=== design 1 ===
==> design_1/io_fan.png <==
Scale bar: 20 µm.
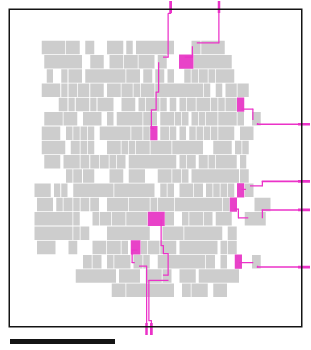

==> src/rtl/cory_int2_pkg.sv <==
// Shared constants and helpers for the cory_int2 interpolator.
// Optional feature macro: CORY_INT2_ROUND_EN selects round-half-up for the
// 2-tap mean. When it is undefined, the mean truncates.
package cory_int2_pkg;

    // Flag bits carried beside each sample through the output queue: {last, first}.
    localparam int FLAG_BITS = 2;

    // Rounding increment added to the (N+1)-bit sum before halving.
    function automatic logic round_bit();
`ifdef CORY_INT2_ROUND_EN
        return 1'b1;
`else
        return 1'b0;
`endif
    endfunction

endpackage

==> src/rtl/cory_queue.sv <==
// cory_queue: valid/ready skid/FIFO stage of width W and depth D.
// D = 0 is a purely combinational pass-through; D > 0 is a D-entry FIFO whose
// input ready depends only on its fill level.
module cory_queue #(
    parameter int W = 8,
    parameter int D = 0
) (
    input  logic         clk,
    input  logic         reset_n,
    input  logic         i_a_v,
    input  logic [W-1:0] i_a_d,
    output logic         o_a_r,
    output logic         o_z_v,
    output logic [W-1:0] o_z_d,
    input  logic         i_z_r
);

    generate
        if (D == 0) begin : g_pass
            // No storage: clock and reset are not needed in this build.
            logic unused_ok;
            assign unused_ok = ^{clk, reset_n};
            assign o_z_v = i_a_v;
            assign o_z_d = i_a_d;
            assign o_a_r = i_z_r;
        end else begin : g_fifo
            localparam int AW = (D > 1) ? $clog2(D) : 1;
            localparam int CW = $clog2(D + 1);

            logic [W-1:0]  mem [D];
            logic [AW-1:0] wr_ptr_reg;
            logic [AW-1:0] rd_ptr_reg;
            logic [CW-1:0] count_reg;
            logic          push;
            logic          pop;

            assign o_a_r = (count_reg != CW'(D));
            assign o_z_v = (count_reg != '0);
            assign o_z_d = mem[rd_ptr_reg];
            assign push  = i_a_v && o_a_r;
            assign pop   = o_z_v && i_z_r;

            // Storage entries: each slot captures the input when the write pointer selects it.
            for (genvar gi = 0; gi < D; gi++) begin : g_slot
                always_ff @(posedge clk) begin
                    if (push && (wr_ptr_reg == AW'(gi))) begin
                        mem[gi] <= i_a_d;
                    end
                end
            end

            // Pointers and fill count; reset empties the queue.
            always_ff @(posedge clk) begin
                if (!reset_n) begin
                    wr_ptr_reg <= '0;
                    rd_ptr_reg <= '0;
                    count_reg  <= '0;
                end else begin
                    if (push) begin
                        wr_ptr_reg <= (wr_ptr_reg == AW'(D - 1)) ? '0 : wr_ptr_reg + AW'(1);
                    end
                    if (pop) begin
                        rd_ptr_reg <= (rd_ptr_reg == AW'(D - 1)) ? '0 : rd_ptr_reg + AW'(1);
                    end
                    if (push && !pop) begin
                        count_reg <= count_reg + CW'(1);
                    end else if (pop && !push) begin
                        count_reg <= count_reg - CW'(1);
                    end
                end
            end
        end
    endgenerate

endmodule

==> src/rtl/cory_int2.sv <==
// cory_int2: interpolate-by-2 with linear (2-tap mean) fill on a valid/ready
// stream. Each input x(k) produces x(k) followed by mean(x(k), x(k+1)); the
// last sample of a line is edge-replicated. Output passes through cory_queue.
// Optional feature macro: CORY_INT2_ROUND_EN (round-half-up mean; truncating
// mean when undefined).
module cory_int2
    import cory_int2_pkg::*;
#(
    parameter int N = 8,
    parameter int Q = 0
) (
    input  logic         clk,
    input  logic         reset_n,
    input  logic         i_a_v,
    input  logic [N-1:0] i_a_d,
    input  logic         i_a_first,
    input  logic         i_a_last,
    output logic         o_a_r,
    output logic         o_z_v,
    output logic [N-1:0] o_z_d,
    output logic         o_z_first,
    output logic         o_z_last,
    input  logic         i_z_r
);

    typedef enum logic [1:0] {
        S_EMPTY = 2'd0,
        S_EVEN  = 2'd1,
        S_HELD  = 2'd2,
        S_TAIL  = 2'd3
    } state_t;

    localparam int QW = N + FLAG_BITS;

    state_t       state_reg;
    state_t       state_next;
    logic [N-1:0] hold_reg;
    logic         f_first_reg;
    logic         f_last_reg;

    logic         load;
    logic         a_r;
    logic         int_v;
    logic [N-1:0] int_d;
    logic         int_first;
    logic         int_last;
    logic         int_r;

    logic         q_in_v;
    logic         q_out_v;
    logic [QW-1:0] q_out_d;

    // Mean of the held sample and the incoming one; the extra sum bit keeps
    // full-scale inputs from wrapping.
    logic [N:0]   sum;
    logic [N-1:0] mean;
    assign sum  = {1'b0, hold_reg} + {1'b0, i_a_d} + {{N{1'b0}}, round_bit()};
    assign mean = sum[N:1];

    // Next-state and internal-stream decode for the interpolation FSM.
    always_comb begin
        state_next = state_reg;
        load       = 1'b0;
        a_r        = 1'b0;
        int_v      = 1'b0;
        int_d      = hold_reg;
        int_first  = 1'b0;
        int_last   = 1'b0;
        case (state_reg)
            S_EMPTY: begin
                a_r = 1'b1;
                if (i_a_v) begin
                    load       = 1'b1;
                    state_next = S_EVEN;
                end
            end
            S_EVEN: begin
                int_v     = 1'b1;
                int_first = f_first_reg;
                if (int_r) begin
                    state_next = f_last_reg ? S_TAIL : S_HELD;
                end
            end
            S_HELD: begin
                if (!i_a_first) begin
                    // Odd beat is emitted in the same cycle the next sample is taken.
                    int_v = i_a_v;
                    int_d = mean;
                    a_r   = int_r;
                    if (i_a_v && int_r) begin
                        load       = 1'b1;
                        state_next = S_EVEN;
                    end
                end else begin
                    // A new line started without the old one ending: drop the held sample.
                    a_r = 1'b1;
                    if (i_a_v) begin
                        load       = 1'b1;
                        state_next = S_EVEN;
                    end
                end
            end
            S_TAIL: begin
                int_v    = 1'b1;
                int_last = 1'b1;
                if (int_r) begin
                    state_next = S_EMPTY;
                end
            end
            default: begin
                state_next = S_EMPTY;
            end
        endcase
    end

    // State register and held sample with its line flags.
    always_ff @(posedge clk) begin
        if (!reset_n) begin
            state_reg   <= S_EMPTY;
            hold_reg    <= '0;
            f_first_reg <= 1'b0;
            f_last_reg  <= 1'b0;
        end else begin
            state_reg <= state_next;
            if (load) begin
                hold_reg    <= i_a_d;
                f_first_reg <= i_a_first;
                f_last_reg  <= i_a_last;
            end
        end
    end

    // Handshakes are suppressed while reset is held low.
    assign o_a_r  = a_r && reset_n;
    assign q_in_v = int_v && reset_n;
    assign o_z_v  = q_out_v && reset_n;

    cory_queue #(
        .W(QW),
        .D(Q)
    ) u_queue (
        .clk    (clk),
        .reset_n(reset_n),
        .i_a_v  (q_in_v),
        .i_a_d  ({int_last, int_first, int_d}),
        .o_a_r  (int_r),
        .o_z_v  (q_out_v),
        .o_z_d  (q_out_d),
        .i_z_r  (i_z_r)
    );

    assign o_z_d     = q_out_d[N-1:0];
    assign o_z_first = q_out_d[N];
    assign o_z_last  = q_out_d[N+1];

endmodule

==> config.mk <==
export PLATFORM = sky130hd
export DESIGN_NAME = cory_int2
export DESIGN_NICKNAME = d
export VERILOG_FILES = /design/src/rtl/cory_int2_pkg.sv /design/src/rtl/cory_queue.sv /design/src/rtl/cory_int2.sv
export SDC_FILE = /design/constraint.sdc
export NUM_CORES = 1
export LEC_CHECK = 0
export ABC_AREA = 1
export CORE_ASPECT_RATIO = 1.1
export CORE_MARGIN = 4
export CORE_UTILIZATION = 44
export DETAILED_ROUTE_END_ITERATION = 6
export PLACE_DENSITY = 0.75
export SYNTH_ARGS = -nofsm -noshare
export SYNTH_HDL_FRONTEND = slang
export SYNTH_HIERARCHICAL = 1
export SYNTH_SLANG_ARGS = --single-unit
==> constraint.sdc <==
create_clock -name clk -period 1.8 [get_ports clk]
set_clock_uncertainty 0.05 [all_clocks]
set_input_delay 0.27 -clock clk [delete_from_list [all_inputs] [get_ports clk]]
set_output_delay 0.27 -clock clk [all_outputs]
set_load 0.01 [all_outputs]
=== design 2 ===
[config.mk]
export PLATFORM = sky130hd
export DESIGN_NAME = lagd_ic_reg_demux
export DESIGN_NICKNAME = d
export VERILOG_FILES = /design/src/rtl/lagd_ic_reg_demux.sv
export SDC_FILE = /design/constraint.sdc
export NUM_CORES = 1
export LEC_CHECK = 0
export CAP_MARGIN = 20
export CORE_AREA = 5 5 124 126
export CTS_CLUSTER_DIAMETER = 50
export DETAILED_ROUTE_END_ITERATION = 7
export DIE_AREA = 0 0 129 131
export GPL_TIMING_DRIVEN = 0
export HOLD_SLACK_MARGIN = 0.12
export PLACE_DENSITY = 0.74
export SYNTH_ARGS = -nofsm -noshare
export SYNTH_HDL_FRONTEND = slang
export SYNTH_SLANG_ARGS = --single-unit
[constraint.sdc]
create_clock -name clk_i -period 2.05 [get_ports clk_i]
set_input_delay 0.41 -clock clk_i [delete_from_list [all_inputs] [get_ports clk_i]]
set_output_delay 0.41 -clock clk_i [all_outputs]
set_load 0.03 [all_outputs]
[src/rtl/lagd_ic_reg_demux.sv]
// Register-bus demux from the Cheshire reg-slave port to the per-Ising-core register files.
// Optional slave wait timeout enabled by defining LAGD_IC_REG_TIMEOUT_EN.
module lagd_ic_reg_demux #(
  parameter int unsigned          NumCores      = 4,
  parameter int unsigned          AddrWidth     = 32,
  parameter int unsigned          DataWidth     = 32,
  parameter logic [AddrWidth-1:0] BaseAddr      = AddrWidth'(32'h4000_0000),
  parameter int unsigned          CoreStride    = 256,
  parameter int unsigned          TimeoutCycles = 255
) (
  input  logic                          clk_i,
  input  logic                          rst_ni,
  input  logic                          mst_valid_i,
  input  logic [AddrWidth-1:0]          mst_addr_i,
  input  logic                          mst_write_i,
  input  logic [DataWidth-1:0]          mst_wdata_i,
  input  logic [DataWidth/8-1:0]        mst_wstrb_i,
  output logic                          mst_ready_o,
  output logic [DataWidth-1:0]          mst_rdata_o,
  output logic                          mst_error_o,
  output logic [NumCores-1:0]           slv_valid_o,
  output logic [AddrWidth-1:0]          slv_addr_o,
  output logic                          slv_write_o,
  output logic [DataWidth-1:0]          slv_wdata_o,
  output logic [DataWidth/8-1:0]        slv_wstrb_o,
  input  logic [NumCores-1:0]           slv_ready_i,
  input  logic [NumCores*DataWidth-1:0] slv_rdata_i,
  input  logic [NumCores-1:0]           slv_error_i,
  output logic                          busy_o,
  output logic [7:0]                    err_cnt_o,
  output logic                          timeout_o
);

  localparam int unsigned IdxWidth = (NumCores > 1) ? $clog2(NumCores) : 1;
  localparam int unsigned OffShift = $clog2(CoreStride);

  typedef enum logic [1:0] {IDLE, FWD, RESP} state_e;

  // Elaboration-time parameter sanity checks
  if (NumCores < 1 || NumCores > 16 || CoreStride < DataWidth / 8 ||
      (CoreStride & (CoreStride - 1)) != 0 || TimeoutCycles < 1 || TimeoutCycles > 255)
  begin : g_bad_params
    $error("lagd_ic_reg_demux: illegal parameter combination");
  end

  state_e                 state_q, state_d;
  logic [IdxWidth-1:0]    idx_q;
  logic [AddrWidth-1:0]   off, core_sel, fwd_addr;
  logic                   hit, sel_ready, timeout_hit, err_inc;
  logic [DataWidth-1:0]   sel_rdata;
  logic [NumCores-1:0]    slv_valid_d;
  logic                   mst_ready_d, mst_error_d, timeout_d;
  logic [DataWidth-1:0]   mst_rdata_d;

  // Address decode of the incoming request
  assign off       = mst_addr_i - BaseAddr;
  assign core_sel  = off >> OffShift;
  assign hit       = (mst_addr_i >= BaseAddr) && (core_sel < AddrWidth'(NumCores));
  assign fwd_addr  = off & AddrWidth'(CoreStride - 1);

  assign sel_ready = slv_ready_i[idx_q];
  assign sel_rdata = slv_rdata_i[32'(idx_q) * DataWidth +: DataWidth];

`ifdef LAGD_IC_REG_TIMEOUT_EN
  logic [7:0] wait_q;

  // Limit is reached on the FWD cycle that would bring the counter to TimeoutCycles
  assign timeout_hit = (state_q == FWD) && !sel_ready && (wait_q == 8'(TimeoutCycles - 1));

  always_ff @(posedge clk_i or negedge rst_ni) begin
    if (!rst_ni) begin
      wait_q <= 8'd0;
    end else if (state_q != FWD) begin
      wait_q <= 8'd0;
    end else if (!sel_ready) begin
      wait_q <= wait_q + 8'd1;
    end
  end
`else
  assign timeout_hit = 1'b0;
`endif

  always_ff @(posedge clk_i or negedge rst_ni) begin
    if (!rst_ni) state_q <= IDLE;
    else         state_q <= state_d;
  end

  always_comb begin
    state_d = state_q;
    unique case (state_q)
      IDLE:    if (mst_valid_i) state_d = hit ? FWD : RESP;
      FWD:     if (sel_ready || timeout_hit) state_d = RESP;
      RESP:    state_d = IDLE;
      default: state_d = IDLE;
    endcase
  end

  // Next values of the registered outputs
  always_comb begin
    slv_valid_d = '0;
    mst_ready_d = 1'b0;
    mst_error_d = 1'b0;
    mst_rdata_d = '0;
    timeout_d   = 1'b0;
    err_inc     = 1'b0;
    unique case (state_q)
      IDLE: begin
        if (mst_valid_i && hit) begin
          slv_valid_d = NumCores'(1) << core_sel[IdxWidth-1:0];
        end else if (mst_valid_i) begin
          mst_ready_d = 1'b1;
          mst_error_d = 1'b1;
          err_inc     = 1'b1;
        end
      end
      FWD: begin
        if (sel_ready) begin
          mst_ready_d = 1'b1;
          mst_error_d = slv_error_i[idx_q];
          mst_rdata_d = slv_write_o ? '0 : sel_rdata;
        end else if (timeout_hit) begin
          mst_ready_d = 1'b1;
          mst_error_d = 1'b1;
          timeout_d   = 1'b1;
          err_inc     = 1'b1;
        end else begin
          slv_valid_d = slv_valid_o;
        end
      end
      default: ;
    endcase
  end

  always_ff @(posedge clk_i or negedge rst_ni) begin
    if (!rst_ni) begin
      idx_q       <= '0;
      slv_addr_o  <= '0;
      slv_write_o <= 1'b0;
      slv_wdata_o <= '0;
      slv_wstrb_o <= '0;
      slv_valid_o <= '0;
      mst_ready_o <= 1'b0;
      mst_error_o <= 1'b0;
      mst_rdata_o <= '0;
      timeout_o   <= 1'b0;
      busy_o      <= 1'b0;
      err_cnt_o   <= 8'd0;
    end else begin
      if (state_q == IDLE && mst_valid_i) begin
        idx_q       <= core_sel[IdxWidth-1:0];
        slv_addr_o  <= fwd_addr;
        slv_write_o <= mst_write_i;
        slv_wdata_o <= mst_wdata_i;
        slv_wstrb_o <= mst_wstrb_i;
      end
      slv_valid_o <= slv_valid_d;
      mst_ready_o <= mst_ready_d;
      mst_error_o <= mst_error_d;
      mst_rdata_o <= mst_rdata_d;
      timeout_o   <= timeout_d;
      busy_o      <= (state_d != IDLE);
      if (err_inc && err_cnt_o != 8'hFF) err_cnt_o <= err_cnt_o + 8'd1;
    end
  end

endmodule

=== design 3 ===
### src/rtl/pwm_counter.sv
// PWM timebase counter: prescaled up/down count with shadowed period, prescale
// and direction that are only adopted while idle, on clear, or at a wrap.
module pwm_counter #(
   parameter int CW = 16,
   parameter int PW = 8
) (
   input  logic          clk,
   input  logic          rst_n,
   input  logic [CW-1:0] period,
   input  logic          en,
   input  logic          count_reset,
   input  logic          upnotdown,
   input  logic [PW-1:0] prescale,
   output logic [CW-1:0] counter_val,
   output logic [CW-1:0] active_period,
   output logic          tick,
   output logic          ovf,
   output logic          unf
);

   logic [CW-1:0] cnt_q, cnt_d;
   logic [CW-1:0] aper_q, aper_d;
   logic [PW-1:0] apre_q, apre_d;
   logic [PW-1:0] pcnt_q, pcnt_d;
   logic          adir_q, adir_d;
   logic          tick_q, tick_d;
   logic          ovf_q, ovf_d;
   logic          unf_q, unf_d;
   logic          load_s;
   logic [CW-1:0] restart_s;

   // Next-state: clear beats disable beats counting; shadows load on LOAD events.
   always_comb begin
      cnt_d     = cnt_q;
      pcnt_d    = pcnt_q;
      tick_d    = 1'b0;
      ovf_d     = 1'b0;
      unf_d     = 1'b0;
      load_s    = 1'b0;
      restart_s = upnotdown ? {CW{1'b0}} : period;

      if (count_reset) begin
         load_s = 1'b1;
         pcnt_d = {PW{1'b0}};
         cnt_d  = restart_s;
      end else if (!en) begin
         load_s = 1'b1;
         pcnt_d = {PW{1'b0}};
      end else if (pcnt_q != apre_q) begin
         pcnt_d = pcnt_q + PW'(1);
      end else begin
         pcnt_d = {PW{1'b0}};
         tick_d = 1'b1;
         if (adir_q) begin
            // >= also catches a count left above a period lowered while disabled
            if (cnt_q < aper_q) begin
               cnt_d = cnt_q + CW'(1);
            end else begin
               ovf_d  = 1'b1;
               load_s = 1'b1;
               cnt_d  = restart_s;
            end
         end else begin
            if (cnt_q != {CW{1'b0}}) begin
               cnt_d = cnt_q - CW'(1);
            end else begin
               unf_d  = 1'b1;
               load_s = 1'b1;
               cnt_d  = restart_s;
            end
         end
      end

      if (load_s) begin
         aper_d = period;
         apre_d = prescale;
         adir_d = upnotdown;
      end else begin
         aper_d = aper_q;
         apre_d = apre_q;
         adir_d = adir_q;
      end
   end

   // State and pulse registers.
   always_ff @(posedge clk or negedge rst_n) begin
      if (!rst_n) begin
         cnt_q  <= {CW{1'b0}};
         aper_q <= {CW{1'b0}};
         apre_q <= {PW{1'b0}};
         pcnt_q <= {PW{1'b0}};
         adir_q <= 1'b0;
         tick_q <= 1'b0;
         ovf_q  <= 1'b0;
         unf_q  <= 1'b0;
      end else begin
         cnt_q  <= cnt_d;
         aper_q <= aper_d;
         apre_q <= apre_d;
         pcnt_q <= pcnt_d;
         adir_q <= adir_d;
         tick_q <= tick_d;
         ovf_q  <= ovf_d;
         unf_q  <= unf_d;
      end
   end

   assign counter_val   = cnt_q;
   assign active_period = aper_q;
   assign tick          = tick_q;
   assign ovf           = ovf_q;
   assign unf           = unf_q;

endmodule

### config.mk
export PLATFORM = sky130hd
export DESIGN_NAME = pwm_counter
export DESIGN_NICKNAME = d
export VERILOG_FILES = /design/src/rtl/pwm_counter.sv
export SDC_FILE = /design/constraint.sdc
export NUM_CORES = 1
export LEC_CHECK = 0
export CORE_MARGIN = 2
export CORE_UTILIZATION = 58
export DETAILED_ROUTE_END_ITERATION = 16
export PLACE_DENSITY = 0.95
export SLEW_MARGIN = 5
export SYNTH_ARGS = -nofsm -noshare
export SYNTH_HDL_FRONTEND = slang
export SYNTH_SLANG_ARGS = --single-unit
export TNS_END_PERCENT = 30
### constraint.sdc
create_clock -name clk -period 5.5 [get_ports clk]
set_input_delay 1.65 -clock clk [delete_from_list [all_inputs] [get_ports clk]]
set_output_delay 1.65 -clock clk [all_outputs]
set_load 0.1 [all_outputs]
=== design 4 ===
File: config.mk
export PLATFORM = sky130hd
export DESIGN_NAME = led_sweep_sequencer
export DESIGN_NICKNAME = d
export VERILOG_FILES = /design/src/rtl/led_sweep_sequencer.sv
export SDC_FILE = /design/constraint.sdc
export NUM_CORES = 1
export LEC_CHECK = 0
export CORE_UTILIZATION = 60
export CTS_BUF_LIST = sky130_fd_sc_hd__clkbuf_4 sky130_fd_sc_hd__clkbuf_8
export CTS_CLUSTER_DIAMETER = 100
export DETAILED_ROUTE_END_ITERATION = 12
export GPL_TIMING_DRIVEN = 1
export PLACE_DENSITY = 0.82
export SLEW_MARGIN = 20
export SYNTH_ARGS = -nofsm -noshare
export SYNTH_HDL_FRONTEND = slang
export SYNTH_SLANG_ARGS = --single-unit
File: constraint.sdc
create_clock -name i_Clk -period 2.3 [get_ports i_Clk]
set_input_delay 0.575 -clock i_Clk [delete_from_list [all_inputs] [get_ports i_Clk]]
set_output_delay 0.575 -clock i_Clk [all_outputs]
set_load 0.02 [all_outputs]
File: src/rtl/led_sweep_sequencer.sv
// -----------------------------------------------------------------------------
// led_sweep_sequencer
//
// Produces the 4-bit LED index fed to the board's registered 4-to-16 one-hot
// LED decoder. A prescaler divides the system clock into step ticks; on each
// tick the index moves according to the selected mode (up-wrap, down-wrap,
// bounce/Larson sweep, or hold). Supports synchronous preload and pausing.
//
// Ports:
//   i_Clk         system clock, rising edge
//   i_Rst_n       asynchronous active-low reset
//   i_Enable      1 = prescaler runs, 0 = prescaler and index freeze
//   i_Mode        00 up-wrap, 01 down-wrap, 10 bounce, 11 hold
//   i_Load        synchronous preload strobe (wins over a coincident tick)
//   i_Load_Value  index loaded when i_Load = 1
//   o_LED_Value   current LED index (registered)
//   o_Step        one-cycle pulse in the cycle the index changes due to a step
//   o_Dir         direction state, 0 = UP, 1 = DOWN
// -----------------------------------------------------------------------------
module led_sweep_sequencer #(
  parameter int CLKS_PER_STEP = 10000000
) (
  input  logic       i_Clk,
  input  logic       i_Rst_n,
  input  logic       i_Enable,
  input  logic [1:0] i_Mode,
  input  logic       i_Load,
  input  logic [3:0] i_Load_Value,
  output logic [3:0] o_LED_Value,
  output logic       o_Step,
  output logic       o_Dir
);

  localparam int CNT_W = $clog2(CLKS_PER_STEP);
  localparam logic [CNT_W-1:0] PRE_LAST = CNT_W'(CLKS_PER_STEP - 1);

  typedef enum logic {
    DIR_UP   = 1'b0,
    DIR_DOWN = 1'b1
  } dir_t;

  typedef enum logic [1:0] {
    MODE_UP     = 2'b00,
    MODE_DOWN   = 2'b01,
    MODE_BOUNCE = 2'b10,
    MODE_HOLD   = 2'b11
  } mode_t;

  logic [CNT_W-1:0] r_Prescaler;
  logic [3:0]       r_LED_Value;
  dir_t             r_Dir;
  logic             r_Step;

  logic [CNT_W-1:0] w_Prescaler_Next;
  logic [3:0]       w_LED_Value_Next;
  dir_t             w_Dir_Next;
  logic             w_Step_Next;
  logic             w_Tick;
  mode_t            w_Mode;

  assign w_Mode = mode_t'(i_Mode);
  assign w_Tick = i_Enable && (r_Prescaler == PRE_LAST);

  // State register.
  always_ff @(posedge i_Clk or negedge i_Rst_n) begin
    if (!i_Rst_n) begin
      r_Prescaler <= '0;
      r_LED_Value <= 4'd0;
      r_Dir       <= DIR_UP;
      r_Step      <= 1'b0;
    end else begin
      r_Prescaler <= w_Prescaler_Next;
      r_LED_Value <= w_LED_Value_Next;
      r_Dir       <= w_Dir_Next;
      r_Step      <= w_Step_Next;
    end
  end

  // Next-state logic: load > tick > hold.
  always_comb begin
    w_Prescaler_Next = r_Prescaler;
    w_LED_Value_Next = r_LED_Value;
    w_Dir_Next       = r_Dir;
    w_Step_Next      = 1'b0;

    // Paused prescaler keeps its count so resume continues mid-period.
    if (i_Enable) begin
      w_Prescaler_Next = w_Tick ? '0 : r_Prescaler + 1'b1;
    end

    if (i_Load) begin
      w_LED_Value_Next = i_Load_Value;
      w_Prescaler_Next = '0;
    end else if (w_Tick) begin
      case (w_Mode)
        MODE_UP: begin
          w_LED_Value_Next = r_LED_Value + 4'd1;
          w_Dir_Next       = DIR_UP;
          w_Step_Next      = 1'b1;
        end
        MODE_DOWN: begin
          w_LED_Value_Next = r_LED_Value - 4'd1;
          w_Dir_Next       = DIR_DOWN;
          w_Step_Next      = 1'b1;
        end
        MODE_BOUNCE: begin
          // Turn around at the endpoints so each end is lit for one step only.
          w_Step_Next = 1'b1;
          if (r_Dir == DIR_UP) begin
            if (r_LED_Value == 4'd15) begin
              w_LED_Value_Next = 4'd14;
              w_Dir_Next       = DIR_DOWN;
            end else begin
              w_LED_Value_Next = r_LED_Value + 4'd1;
            end
          end else begin
            if (r_LED_Value == 4'd0) begin
              w_LED_Value_Next = 4'd1;
              w_Dir_Next       = DIR_UP;
            end else begin
              w_LED_Value_Next = r_LED_Value - 4'd1;
            end
          end
        end
        default: begin
          // Hold: tick is consumed silently.
          w_Step_Next = 1'b0;
        end
      endcase
    end
  end

  assign o_LED_Value = r_LED_Value;
  assign o_Step      = r_Step;
  assign o_Dir       = r_Dir;

endmodule

==> design_3/layer_met1.png <==
Supply wires on this layer in grey.
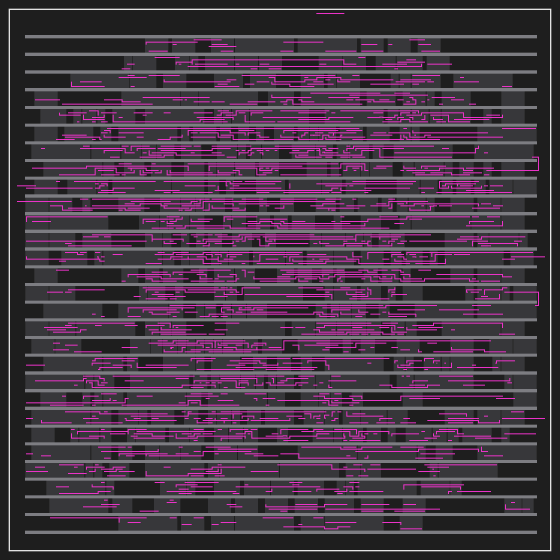
main direction: horizontal
wire length on this layer: 4140 µm
nets with wire on the layer: 433
longest straight run: 38.6 µm
Vias: 3234
grt met1 use: 0.373
Routed WL: 9.72 mm

==> Changelog: implementation, design 3 <==
### Metrics

* Crit. Startpoint: counter_val[8]$_DFFE_PN0P_
* EDFF count, synth at 0
* Measured slew at the worst slew-check pin at 1.07 ns
* Ys flops at 52
* Gr usage total at 0.287
* Net count, final at 491
* Starting density of the core at 0.604
* Port Buffers at approximately 63
* Initial antenna violation count at 0
* RD Place Congestion at 0.960
* NonClk Buf Share at 0.149
* Distinct cells, synth at around 50
* P_clk at 0.000231 W
* Top Ports at 64
* Max FO, Critical Path at 12
* Buffers excl. clock at 66
* Max power group: sequential cells
* Status: finished clean
* Layout fillers at 457
## design 3: routing by layer
| layer | share of wire | vias to the layer above | GRT usage |
|---|---|---|---|
| met1 | 0.43 | 1566 | 0.373 |
| met4 | 0.018 | 0 | 0.0939 |
| li1 | - | 1504 | - |
| met2 | 0.49 | 145 | 0.479 |
| met3 | 0.061 | 19 | 0.0577 |
| met5 | 0 | - | 0 |
## design 3: state kept, by name, summed over array words and instances, names as in the netlist
name,count
active_period,16
adir_q,1
apre_q,8
counter_val,16
ovf,1
pcnt_q,8
tick,1
unf,1
## design 3: metrics by stage
step	cells	total power (W)	util
final	519	0.00109	0.724
after global routing	519	0.00114	0.724
after CTS	519	0.00109	0.724
after detailed placement	511	0.000864	0.709
after global placement	511	0.000856	0.709
after floorplan	395	0.000750	-
## design 3: cells by family (layout without fill, tap and decap cells)
group / after synthesis / count (layout) / synth area share
DFF: 52 / 52 / 0.360
AOI/OAI and AO/OA: 72 / 72 / 0.137
adders and majority gates: 19 / 19 / 0.0657
and+or+nand+nor: 127 / 127 / 0.186
buffers and inverters: 55 / 104 / 0.0640
muxes: 34 / 34 / 0.100
xor gates and xnor gates: 36 / 36 / 0.0872
==> design_2/layer_met2.png <==
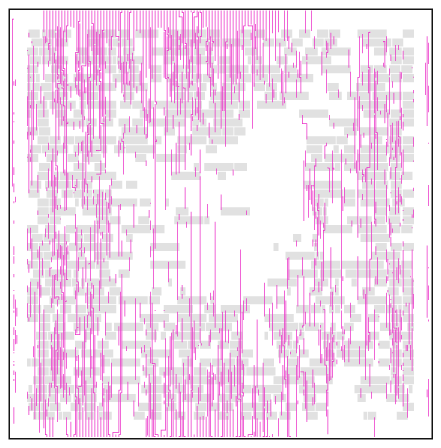
nets with wire on the layer: 772
share of all routed wire: 52%
longest straight run: 56.9 µm
main direction: vertical
wire length on this layer: 7890 µm
Vias: 3782
Routed WL: 15.0 mm
met2 track demand over resource: 0.302

==> Changelog: implementation, design 2 <==
### Metrics

* Dominant comb cell: multiplexers
* Status: finished clean
* Mapped cell area at 4570 µm²
* Area share, top type at 0.525
* Final tally of hold violations at 0
* Ys flops at 96
* TritonCTS buffer count at 9
* Number of cells on the critical path at 5
* WP data required at 2.26 ns
* Largest cells by area: dfrtp_1 (53%), mux4_2 (17%), mux2_2 (12%), buf_4 (4.3%), nor2b_1 (3.7%)
* Register share after synthesis at 0.525
* Dpl cells at 818
* Comb area share at 0.239
* Adder-cell share of the synthesized area at 0.00274
* Combinational Gates at 193
* Fmax at 528 MHz
==> design 2: synth_stat cells, drive strengths merged <==
library cell / instances
conb: 1
and3: 1
ha: 1
mux2: 48
nor3: 3
nand3: 5
clkbuf: 4
a21boi: 1
or2: 1
xor2: 6
dfrtp: 96
mux4: 34
buf: 38
o31ai: 2
nor2b: 32
nand3b: 1
nor2: 6
nand4: 1
inv: 3
nor4: 5
o21ai: 4
o21bai: 1
nor3b: 3
nand2: 11
nor4b: 2
==> design 2: layout by cell type, fill, tap and decap left out, types with 2 or more instances in the layout <==
cell / Yosys / layout
clkdlybuf4s50_1: 0 / 298
dfrtp_1: 96 / 96
mux2_2: 48 / 48
mux4_2: 34 / 34
buf_4: 26 / 27
nor2b_1: 27 / 27
conb_1: 1 / 25
nand2_1: 11 / 11
clkbuf_16: 0 / 9
buf_2: 9 / 8
xor2_1: 6 / 6
nor2_1: 5 / 5
nor2b_2: 5 / 5
nand3_1: 5 / 5
nor4_1: 4 / 4
clkbuf_1: 3 / 4
inv_1: 3 / 3
o21ai_0: 3 / 3
buf_6: 3 / 3
nor3_1: 3 / 3
o31ai_1: 2 / 2
clkinv_2: 0 / 2
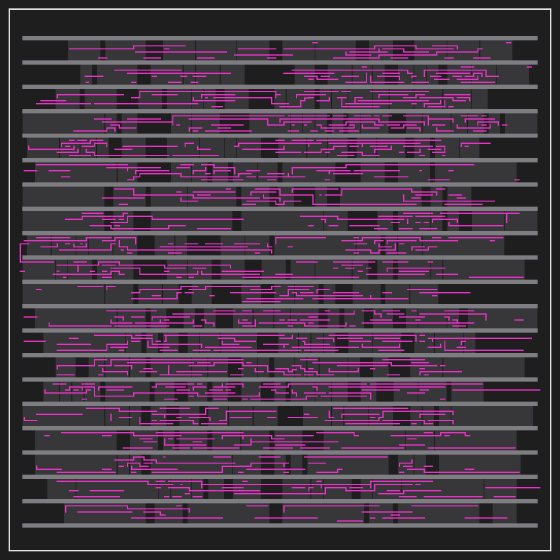
(design_4/layer_met1.png)
Supply wires on this layer in grey.
share of all routed wire: 47%
longest straight run: 20.2 µm
wire length on this layer: 2300 µm
main direction: horizontal
Vias: 1989
grt met1 use: 0.450

==> Changelog: implementation, design 4 <==
### Metrics

* Status: finished clean
* Slew headroom at 0.651
* Sw power at 0.000301 W
* Initial antenna violation count at 0
* Cell family with most CP delay: AND-OR/OR-AND gates
* Ant diodes at 0
* Max power group: sequential cells
* Global-route wire length before repair at a little over 8 mm
* Final Setup Violations at 0
* Final period demand of the worst path at 2.18 ns
* Post-route design area at 2470 µm²
* Non-CTS inverters at 12
* Comb area share at 0.491
* Post-layout power at 0.00109 W
* Ys flops at 30
* Hold Startpoint: r_Prescaler[23]$_DFFE_PN0P_
* Final Non-Filler Cells at 321
* Measured slew at the worst slew-check pin at 0.519 ns
* Cell Area, Placed at 2400 µm²
* Synth mux share at 0.0154
* Power Internal at a little under 0.0008 W
* CP Capture Type: register
* Place WS at -0.219 ns
* NonClk Buf Share at 0.140
* Flop count at 30
* Die width at roughly 60 µm
* TritonCTS buffer count at 5
* R2R setup slack at 0.24 ns
* Fin Hold WS at 0.566 ns
* Async set-reset flop share out of synthesis at 1.00
* Peak per-stage delay on the critical path at 0.47 ns
* PwrDens at 441 nW/µm²
* Buffers excl. clock at between 40 and 50
* Grt total ovfl at 0
* Flip-flop and latch area at between 700 and 800 µm²
* Detailed Place HPWL at about 3.5 mm
* H-tree levels at 2
* Crit path to: o_LED_Value[0]$_DFFE_PN0P_
* Synth Warn # at 0
* Clock-cell share of area at 0.0258
* Tool warnings at 30
* Commonest flop: dfrtp_1
* Vias in the first global route at roughly 1800
* Combinational Area at 1210 µm²
* XOR/XNOR Area Share at 0.0645
* CP bufs+invs at 2
==> design 4: cell usage after synthesis (all sizes together) (4+ instances only) <==
master | count | share of area
a21oi | 8 | 0.020
and3 | 6 | 0.018
and4 | 5 | 0.022
clkbuf | 8 | 0.015
dfrtp | 30 | 0.37
ha | 7 | 0.043
inv | 12 | 0.022
nand2 | 24 | 0.044
nand3 | 11 | 0.027
nand4 | 7 | 0.029
nor2 | 25 | 0.046
nor3 | 7 | 0.017
nor4 | 6 | 0.018
o21ai | 9 | 0.022
o22ai | 5 | 0.015
o31ai | 5 | 0.018
or3 | 4 | 0.015
xnor2 | 6 | 0.026
xor2 | 9 | 0.039
==> design 4: sequential cells by signal (all words and copies together) (netlist names) <==
name	count
o_Step	1
o_Dir	1
r_Prescaler	24
o_LED_Value	4
==> design 4: routing by layer <==
layer  track usage  vias to the layer above  share of wire
met3        0.0736                        9          0.063
met2         0.433                       67           0.45
met1         0.450                      957           0.47
met4         0.113                        0          0.016
li1              -                      956              -
met5             0                        -              0
==> design 4: worst reg2reg max path: cells and delay by family (launching register included) <==
family	cells	cell delay (ns)
simple gates	4	1.34
flops	1	0.49
compound gates	1	0.15
==> design_1/congestion.png <==
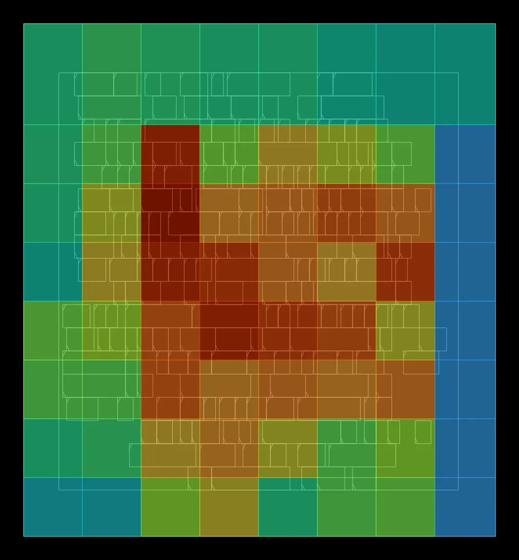
met2 track demand over resource: 0.395
Final Core Density: 0.710
DR WL/cell: 13.2 µm

Notes on design_1/io_fan.png above:
| port | colour | bits | direction | edge | end cells | wire |
|---|---|---|---|---|---|---|
| o_z_d | magenta | 8 | output | 4 east, 2 south, 2 north | 8 | 125 µm |
Port Buffers: 25
Top Ports: 26

==> Changelog: implementation, design 1 <==
### Metrics

* Tool warnings at 28
* Met3 usage at 0.0389
* Net count, final at about 240
* Status: finished, violations left
* Combinational Area at ~760 µm²
* Routed met2 length at 1.82 mm
* Combinational fraction of design power at 0.495
* Failing checks: setup timing
* Slew Limit Fails at 0
* Sw Ratio at 0.379
* Final worst setup slack at -0.292 ns
* Resize count post-CTS at around 67
* Unrepaired setup endpoints after global routing: true
* Final Setup Violations at 7
* Ant diodes at 0
* Max cap viols at 0
* Setup bufs post-CTS at 2
## design 1: power by group through the flow
stage | registers [W] | clock network (W) | logic (W)
6_report | 0.000320 | 0.000232 | 0.000541
5_1_grt | 0.000323 | 0.000254 | 0.000593
4_1_cts | 0.000317 | 0.000230 | 0.000486
3_5_place_dp | 0.000315 | 0 | 0.000470
3_3_place_gp | 0.000314 | 0 | 0.000457
2_1_floorplan | 0.000319 | 0 | 0.000299
## design 1: Yosys cell counts
cell	instances
nor2_1	5
inv_1	34
fa_1	1
a41oi_1	1
inv_2	1
nor2_2	1
xor2_1	2
o211ai_1	1
a211oi_1	1
nand2_1	45
nand3_1	10
nand2_4	1
buf_4	12
clkbuf_1	1
xnor2_1	1
o21ai_1	3
ha_1	7
dfxtp_1	12
nand2_2	1
a21oi_1	17
buf_2	1
buf_8	1
o21ai_0	10
a21oi_4	1
a21boi_0	1
nand3_2	1
## design 1: area by class of cell
class,instances,share of cell area
tap,30,0.0230
timing repair buffer,52,0.259
sequential,12,0.151
inverter,35,0.0806
clock buffer,4,0.0223
multi-input combinational,110,0.464

==> gallery <==
Wires at chosen ports, followed through buffers.
(a)
Scale bar: 50 µm.
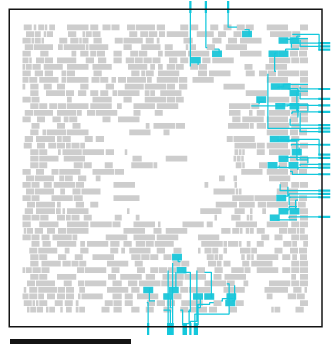
(b)
Scale bar: 20 µm.
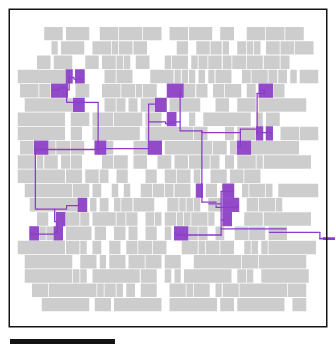
(c)
Scale bar: 20 µm.
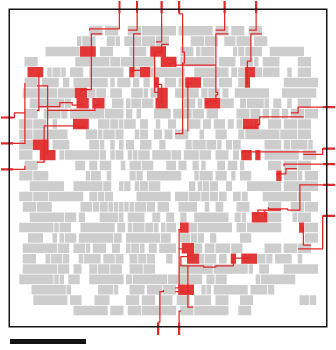
- design 2 = (a)
- design 4 = (b)
- design 3 = (c)
The one with the most cells is (a).
The one with the largest die is (a).

Key to (c):
| port | colour | bits | direction | edge | end cells | wire |
|---|---|---|---|---|---|---|
| period | red | 16 | input | 6 north, 5 east, 3 west, 2 south | 35 | 522 µm |


=== design 5 ===
## config.mk

```make
export PLATFORM = sky130hd
export DESIGN_NAME = baser_257b_lock_monitor_flat
export DESIGN_NICKNAME = d
export VERILOG_FILES = /design/src/rtl/baser_257b_lock_monitor_if.sv /design/src/rtl/baser_257b_lock_monitor.sv /design/src/flat_wrapper.sv
export SDC_FILE = /design/constraint.sdc
export NUM_CORES = 1
export LEC_CHECK = 0
export CAP_MARGIN = 10
export CORE_AREA = 2 2 280 282
export CTS_CLUSTER_SIZE = 24
export DETAILED_ROUTE_END_ITERATION = 8
export DIE_AREA = 0 0 282 284
export PLACE_DENSITY_LB_ADDON = 0.12
export SETUP_SLACK_MARGIN = 0.1
export SYNTH_ARGS = -nofsm -noshare
export SYNTH_HDL_FRONTEND = slang
export SYNTH_SLANG_ARGS = --single-unit
```

## constraint.sdc

```tcl
create_clock -name clk -period 6.4 [get_ports clk]
set_clock_uncertainty 0.05 [all_clocks]
set_input_delay 1.28 -clock clk [delete_from_list [all_inputs] [get_ports clk]]
set_output_delay 1.28 -clock clk [all_outputs]
set_load 0.05 [all_outputs]
```

## src/rtl/baser_257b_lock_monitor_if.sv

```systemverilog
// Transcoded block stream: one valid qualifier plus the full transcoded block.
// The monitor reads its input through the slave view and drives its copy through the master view.
interface baser_257b_lock_monitor_if #(
  parameter int TC_WIDTH = 257
) ();
  logic                valid;
  logic [TC_WIDTH-1:0] xcoded;

  modport master (output valid, output xcoded);
  modport slave  (input  valid, input  xcoded);
endinterface

```

## src/rtl/baser_257b_lock_monitor.sv

```systemverilog
// Receive-side monitor for 257b transcoded BASE-R blocks: sync-header lock with slip request,
// windowed hi-BER and saturating statistics. Define BASER_MON_PATTERN_CHECK_EN for the data-pattern counter.
module baser_257b_lock_monitor #(
  parameter int         TRANSCODER_BLOCKS = 4,
  parameter int         LOCK_GOOD_CNT     = 64,
  parameter int         LOCK_BAD_CNT      = 16,
  parameter int         BER_WINDOW        = 1024,
  parameter int         BER_THRESH        = 97,
  parameter int         COUNT_WIDTH       = 32,
  parameter logic [7:0] DATA_CHAR_PATTERN = 8'hAA
) (
  input  logic                   clk,
  input  logic                   i_rst_n,
  baser_257b_lock_monitor_if.slave  i_rx,
  baser_257b_lock_monitor_if.master o_tx,
  input  logic                   i_clear_cnt,
  output logic                   o_block_lock,
  output logic                   o_slip,
  output logic                   o_hi_ber,
  output logic [COUNT_WIDTH-1:0] o_block_count,
  output logic [COUNT_WIDTH-1:0] o_data_count,
  output logic [COUNT_WIDTH-1:0] o_ctrl_count,
  output logic [COUNT_WIDTH-1:0] o_inv_sh_count,
  output logic [COUNT_WIDTH-1:0] o_slip_count,
  output logic [COUNT_WIDTH-1:0] o_inv_pattern_count
);
  localparam int TC_WIDTH = 64 * TRANSCODER_BLOCKS + 1;
  localparam int SH_W     = $clog2(LOCK_GOOD_CNT + 1);
  localparam int WIN_W    = $clog2(BER_WINDOW + 1);
  localparam int BER_W    = $clog2(BER_THRESH + 1);
  localparam logic [SH_W-1:0]  SH_GOOD = SH_W'(LOCK_GOOD_CNT);
  localparam logic [SH_W-1:0]  SH_BAD  = SH_W'(LOCK_BAD_CNT);
  localparam logic [WIN_W-1:0] WIN_END = WIN_W'(BER_WINDOW);
  localparam logic [BER_W-1:0] BER_MAX = BER_W'(BER_THRESH);

  typedef enum logic [1:0] {RESET_CNT = 2'd0, TEST_SH = 2'd1, SLIP = 2'd2} state_t;

  state_t              r_state, w_state_nxt;
  logic [SH_W-1:0]     r_sh_cnt, r_bad_cnt, w_sh_nxt, w_bad_nxt;
  logic [SH_W-1:0]     w_sh_base, w_bad_base, w_sh_inc, w_bad_inc;
  logic [WIN_W-1:0]    r_win_cnt, w_win_nxt, w_win_inc;
  logic [BER_W-1:0]    r_ber_cnt, w_ber_nxt, w_ber_inc;
  logic                w_lock_nxt, w_slip_nxt, w_slip_cond, w_hiber_nxt;
  logic                w_hdr_inv;
  logic [TC_WIDTH-1:0] w_blk;

  function automatic logic [COUNT_WIDTH-1:0] sat_inc(input logic [COUNT_WIDTH-1:0] v, input logic en);
    return (en && (v != '1)) ? v + 1'b1 : v;
  endfunction

  assign w_blk     = i_rx.xcoded;
  // A control block whose flags claim every sub-block is data carries no control and is illegal.
  assign w_hdr_inv = (w_blk[0] == 1'b0) && (w_blk[TRANSCODER_BLOCKS:1] == '1);

  // Lock FSM next state: RESET_CNT and SLIP both start a fresh window on the current block.
  always_comb begin
    w_state_nxt = r_state;
    w_sh_nxt    = r_sh_cnt;
    w_bad_nxt   = r_bad_cnt;
    w_lock_nxt  = o_block_lock;
    w_slip_nxt  = 1'b0;
    w_sh_base   = r_sh_cnt;
    w_bad_base  = r_bad_cnt;
    case (r_state)
      TEST_SH: begin
        w_sh_base  = r_sh_cnt;
        w_bad_base = r_bad_cnt;
      end
      RESET_CNT, SLIP: begin
        w_sh_base  = '0;
        w_bad_base = '0;
      end
      default: begin
        w_sh_base  = '0;
        w_bad_base = '0;
      end
    endcase
    w_sh_inc    = w_sh_base + 1'b1;
    w_bad_inc   = w_bad_base + w_hdr_inv;
    w_slip_cond = o_block_lock ? (w_bad_inc == SH_BAD) : w_hdr_inv;
    if (i_rx.valid) begin
      if (w_slip_cond) begin
        w_state_nxt = SLIP;
        w_sh_nxt    = '0;
        w_bad_nxt   = '0;
        w_lock_nxt  = 1'b0;
        w_slip_nxt  = 1'b1;
      end else if (w_sh_inc == SH_GOOD) begin
        w_state_nxt = RESET_CNT;
        w_sh_nxt    = '0;
        w_bad_nxt   = '0;
        w_lock_nxt  = o_block_lock | (w_bad_inc == '0);
      end else begin
        w_state_nxt = TEST_SH;
        w_sh_nxt    = w_sh_inc;
        w_bad_nxt   = w_bad_inc;
      end
    end else begin
      w_state_nxt = r_state;
    end
  end

  // Hi-BER window: only runs on blocks seen while already locked; losing lock wipes it.
  always_comb begin
    w_win_nxt   = r_win_cnt;
    w_ber_nxt   = r_ber_cnt;
    w_hiber_nxt = o_hi_ber;
    w_win_inc   = r_win_cnt + 1'b1;
    w_ber_inc   = (w_hdr_inv && (r_ber_cnt != BER_MAX)) ? r_ber_cnt + 1'b1 : r_ber_cnt;
    if (!w_lock_nxt) begin
      w_win_nxt   = '0;
      w_ber_nxt   = '0;
      w_hiber_nxt = 1'b0;
    end else if (i_rx.valid && o_block_lock) begin
      if (w_win_inc == WIN_END) begin
        w_win_nxt   = '0;
        w_ber_nxt   = '0;
        w_hiber_nxt = (w_ber_inc == BER_MAX);
      end else begin
        w_win_nxt   = w_win_inc;
        w_ber_nxt   = w_ber_inc;
        w_hiber_nxt = o_hi_ber | (w_ber_inc == BER_MAX);
      end
    end else begin
      w_win_nxt   = r_win_cnt;
      w_ber_nxt   = r_ber_cnt;
      w_hiber_nxt = o_hi_ber;
    end
  end

  // State, lock/BER registers and the registered stream copy.
  always_ff @(posedge clk or negedge i_rst_n) begin
    if (!i_rst_n) begin
      r_state      <= RESET_CNT;
      r_sh_cnt     <= '0;
      r_bad_cnt    <= '0;
      r_win_cnt    <= '0;
      r_ber_cnt    <= '0;
      o_block_lock <= 1'b0;
      o_slip       <= 1'b0;
      o_hi_ber     <= 1'b0;
      o_tx.valid   <= 1'b0;
      o_tx.xcoded  <= '0;
    end else begin
      r_state      <= w_state_nxt;
      r_sh_cnt     <= w_sh_nxt;
      r_bad_cnt    <= w_bad_nxt;
      r_win_cnt    <= w_win_nxt;
      r_ber_cnt    <= w_ber_nxt;
      o_block_lock <= w_lock_nxt;
      o_slip       <= w_slip_nxt;
      o_hi_ber     <= w_hiber_nxt;
      o_tx.valid   <= i_rx.valid;
      if (i_rx.valid) begin
        o_tx.xcoded <= w_blk;
      end
    end
  end

  // Statistics: saturate at all-ones; the clear takes priority over any increment.
  always_ff @(posedge clk or negedge i_rst_n) begin
    if (!i_rst_n) begin
      o_block_count  <= '0;
      o_data_count   <= '0;
      o_ctrl_count   <= '0;
      o_inv_sh_count <= '0;
      o_slip_count   <= '0;
    end else if (i_clear_cnt) begin
      o_block_count  <= '0;
      o_data_count   <= '0;
      o_ctrl_count   <= '0;
      o_inv_sh_count <= '0;
      o_slip_count   <= '0;
    end else begin
      o_block_count  <= sat_inc(o_block_count,  i_rx.valid);
      o_data_count   <= sat_inc(o_data_count,   i_rx.valid && w_blk[0]);
      o_ctrl_count   <= sat_inc(o_ctrl_count,   i_rx.valid && !w_blk[0] && !w_hdr_inv);
      o_inv_sh_count <= sat_inc(o_inv_sh_count, i_rx.valid && w_hdr_inv);
      o_slip_count   <= sat_inc(o_slip_count,   w_slip_nxt);
    end
  end

`ifdef BASER_MON_PATTERN_CHECK_EN
  localparam logic [TC_WIDTH-2:0] DATA_PATTERN = {(TRANSCODER_BLOCKS * 8){DATA_CHAR_PATTERN}};
  logic w_pat_bad;
  assign w_pat_bad = i_rx.valid && w_blk[0] && (w_blk[TC_WIDTH-1:1] != DATA_PATTERN);

  // All-data blocks whose payload differs from the expected idle/data character.
  always_ff @(posedge clk or negedge i_rst_n) begin
    if (!i_rst_n) begin
      o_inv_pattern_count <= '0;
    end else if (i_clear_cnt) begin
      o_inv_pattern_count <= '0;
    end else begin
      o_inv_pattern_count <= sat_inc(o_inv_pattern_count, w_pat_bad);
    end
  end
`else
  assign o_inv_pattern_count = '0;
`endif

endmodule

```

## src/flat_wrapper.sv

```systemverilog
// flat-port wrapper written by rule: the top's interface ports become plain ports
module baser_257b_lock_monitor_flat 
#(
  parameter int         TRANSCODER_BLOCKS = 4,
  parameter int         LOCK_GOOD_CNT     = 64,
  parameter int         LOCK_BAD_CNT      = 16,
  parameter int         BER_WINDOW        = 1024,
  parameter int         BER_THRESH        = 97,
  parameter int         COUNT_WIDTH       = 32,
  parameter logic [7:0] DATA_CHAR_PATTERN = 8'hAA
)
  (clk, i_rst_n, i_clear_cnt, o_block_lock, o_slip, o_hi_ber, o_block_count, o_data_count, o_ctrl_count, o_inv_sh_count, o_slip_count, o_inv_pattern_count, i_rx_valid, i_rx_xcoded, o_tx_valid, o_tx_xcoded);
  baser_257b_lock_monitor_if #(.TC_WIDTH((257))) i_rx_i ();
  baser_257b_lock_monitor_if #(.TC_WIDTH((257))) o_tx_i ();
  input  logic clk;
  input  logic i_rst_n;
  input  logic i_clear_cnt;
  output logic o_block_lock;
  output logic o_slip;
  output logic o_hi_ber;
  output logic [COUNT_WIDTH-1:0] o_block_count;
  output logic [COUNT_WIDTH-1:0] o_data_count;
  output logic [COUNT_WIDTH-1:0] o_ctrl_count;
  output logic [COUNT_WIDTH-1:0] o_inv_sh_count;
  output logic [COUNT_WIDTH-1:0] o_slip_count;
  output logic [COUNT_WIDTH-1:0] o_inv_pattern_count;
  input wire logic [$bits(i_rx_i.valid)-1:0] i_rx_valid;
  input wire logic [$bits(i_rx_i.xcoded)-1:0] i_rx_xcoded;
  output wire logic [$bits(o_tx_i.valid)-1:0] o_tx_valid;
  output wire logic [$bits(o_tx_i.xcoded)-1:0] o_tx_xcoded;
  assign i_rx_i.valid = i_rx_valid;
  assign i_rx_i.xcoded = i_rx_xcoded;
  assign o_tx_valid = o_tx_i.valid;
  assign o_tx_xcoded = o_tx_i.xcoded;
  baser_257b_lock_monitor #(.TRANSCODER_BLOCKS(TRANSCODER_BLOCKS), .LOCK_GOOD_CNT(LOCK_GOOD_CNT), .LOCK_BAD_CNT(LOCK_BAD_CNT), .BER_WINDOW(BER_WINDOW), .BER_THRESH(BER_THRESH), .COUNT_WIDTH(COUNT_WIDTH), .DATA_CHAR_PATTERN(DATA_CHAR_PATTERN)) u_core (.clk(clk), .i_rst_n(i_rst_n), .i_rx(i_rx_i), .o_tx(o_tx_i), .i_clear_cnt(i_clear_cnt), .o_block_lock(o_block_lock), .o_slip(o_slip), .o_hi_ber(o_hi_ber), .o_block_count(o_block_count), .o_data_count(o_data_count), .o_ctrl_count(o_ctrl_count), .o_inv_sh_count(o_inv_sh_count), .o_slip_count(o_slip_count), .o_inv_pattern_count(o_inv_pattern_count));
endmodule
```

==> design_5/io_fan.png <==
Scale bar: 100 µm.
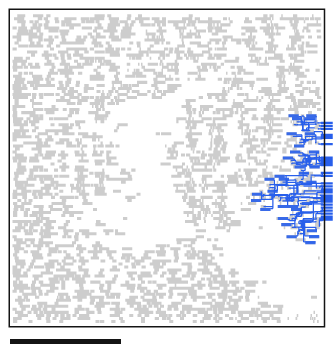
| port | colour | bits | direction | edge | end cells | wire |
|---|---|---|---|---|---|---|
| o_block_count | blue | 32 | output | east | 32 | 1520 µm |
Port Buffers: 681
Top Ports: 714

==> design_5/flops_by_reg.png <==
Other sequential cells in the stronger grey, the rest of the logic in the fainter grey.
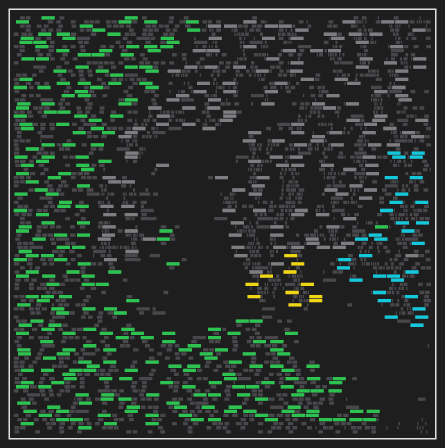
| signal | colour | placed flops |
|---|---|---|
| u_core.o_block_count | cyan | 32 |
| u_core.r_win_cnt | yellow | 11 |
| u_core.o_tx.xcoded | green | 257 |
flop share of the area: 0.381
flip-flop and latch area: 11400 µm²
P_seq: 0.00315 W
Final Core Density: 0.389

==> Changelog: implementation <==
### Metrics

* RD Place Congestion at 0.856
* Hold Path Cell Cnt at 1
* Crit path DAT at 5.14 ns
* Die area at around 80000 µm²
* Starting density of the core at 0.263
* Initial DRC Count at 625
* Layout fillers at between 7000 and 8000
* Synth mux share at 0.147
* Setup TNS at 0 ns
* Max power group: clock
* Layout cell share with drive strength beyond 1 at 0.162
* Register share of total power at 0.399
* Status: finished clean
* Combinational fraction of design power at 0.197
* Net count, final at between 2000 and 3000
* P_clk at 0.00318 W
## worst max-delay path by stage
stage	start	endpoint	slack, ns	cells past startpoint
after floorplan	i_rx_xcoded[3]	u_core.o_slip_count[23]$_DFFE_PN0P_	2.61	12
after global placement	i_rx_xcoded[2]	u_core.o_slip_count[23]$_DFFE_PN0P_	1.25	12
after detailed placement	i_rx_xcoded[2]	u_core.o_slip_count[23]$_DFFE_PN0P_	1.05	12
after CTS	i_rx_xcoded[2]	u_core.o_slip_count[23]$_DFFE_PN0P_	1.72	12
after global routing	i_rx_xcoded[2]	u_core.o_slip_count[6]$_DFFE_PN0P_	1.40	12
final	i_rx_xcoded[2]	u_core.o_slip_count[23]$_DFFE_PN0P_	1.71	12
## per-layer routing
metal  GRT usage  part of all wire  wire (µm)
met1       0.226              0.41      30600
met2       0.304              0.49      36300
met3      0.0692             0.085       6380
met4      0.0390             0.018       1380
met5           0            0.0019        141
## layout make-up
type	instances	share of cell area
clock inverter	19	0.00673
tap	1040	0.0435
multi-input combinational	1144	0.280
timing repair buffer	690	0.232
antenna	8	0.000669
sequential	455	0.381
inverter	23	0.00289
clock buffer	82	0.0542


==> screenshots <==
Metal 2.
shot_01.png
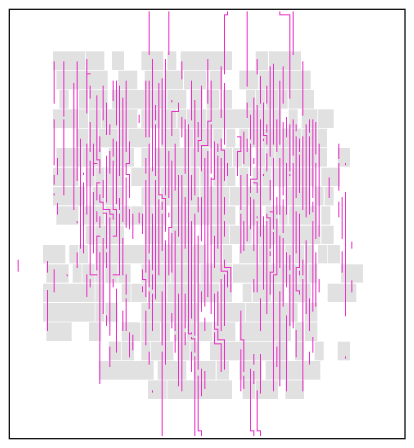
shot_02.png
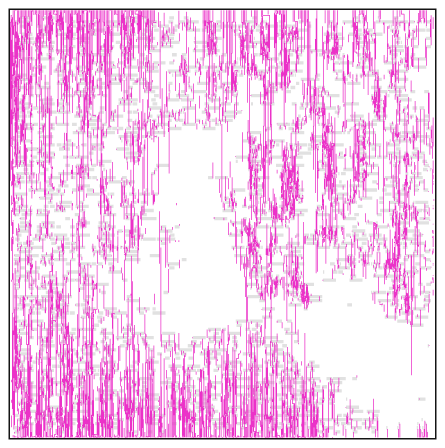
shot_03.png
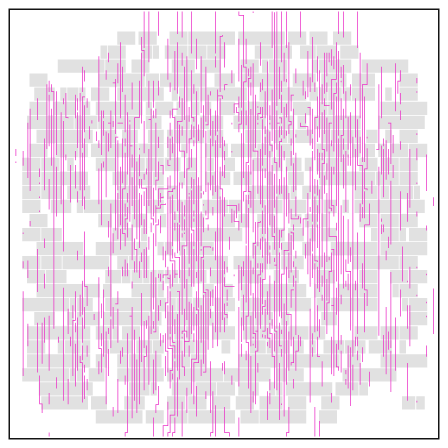
shot_04.png
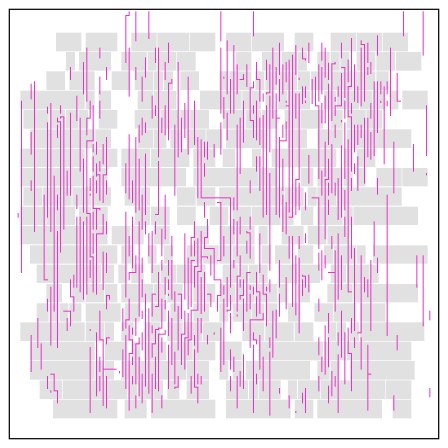
shot_01.png: design 1
shot_04.png: design 4
shot_03.png: design 3
shot_02.png: design 5

Key to shot_04.png:
share of all routed wire: 45%
longest straight run: 24.1 µm
wire length on this layer: 2170 µm
main direction: vertical

Power figures rest on the tool's default switching activity, not on a simulated workload.
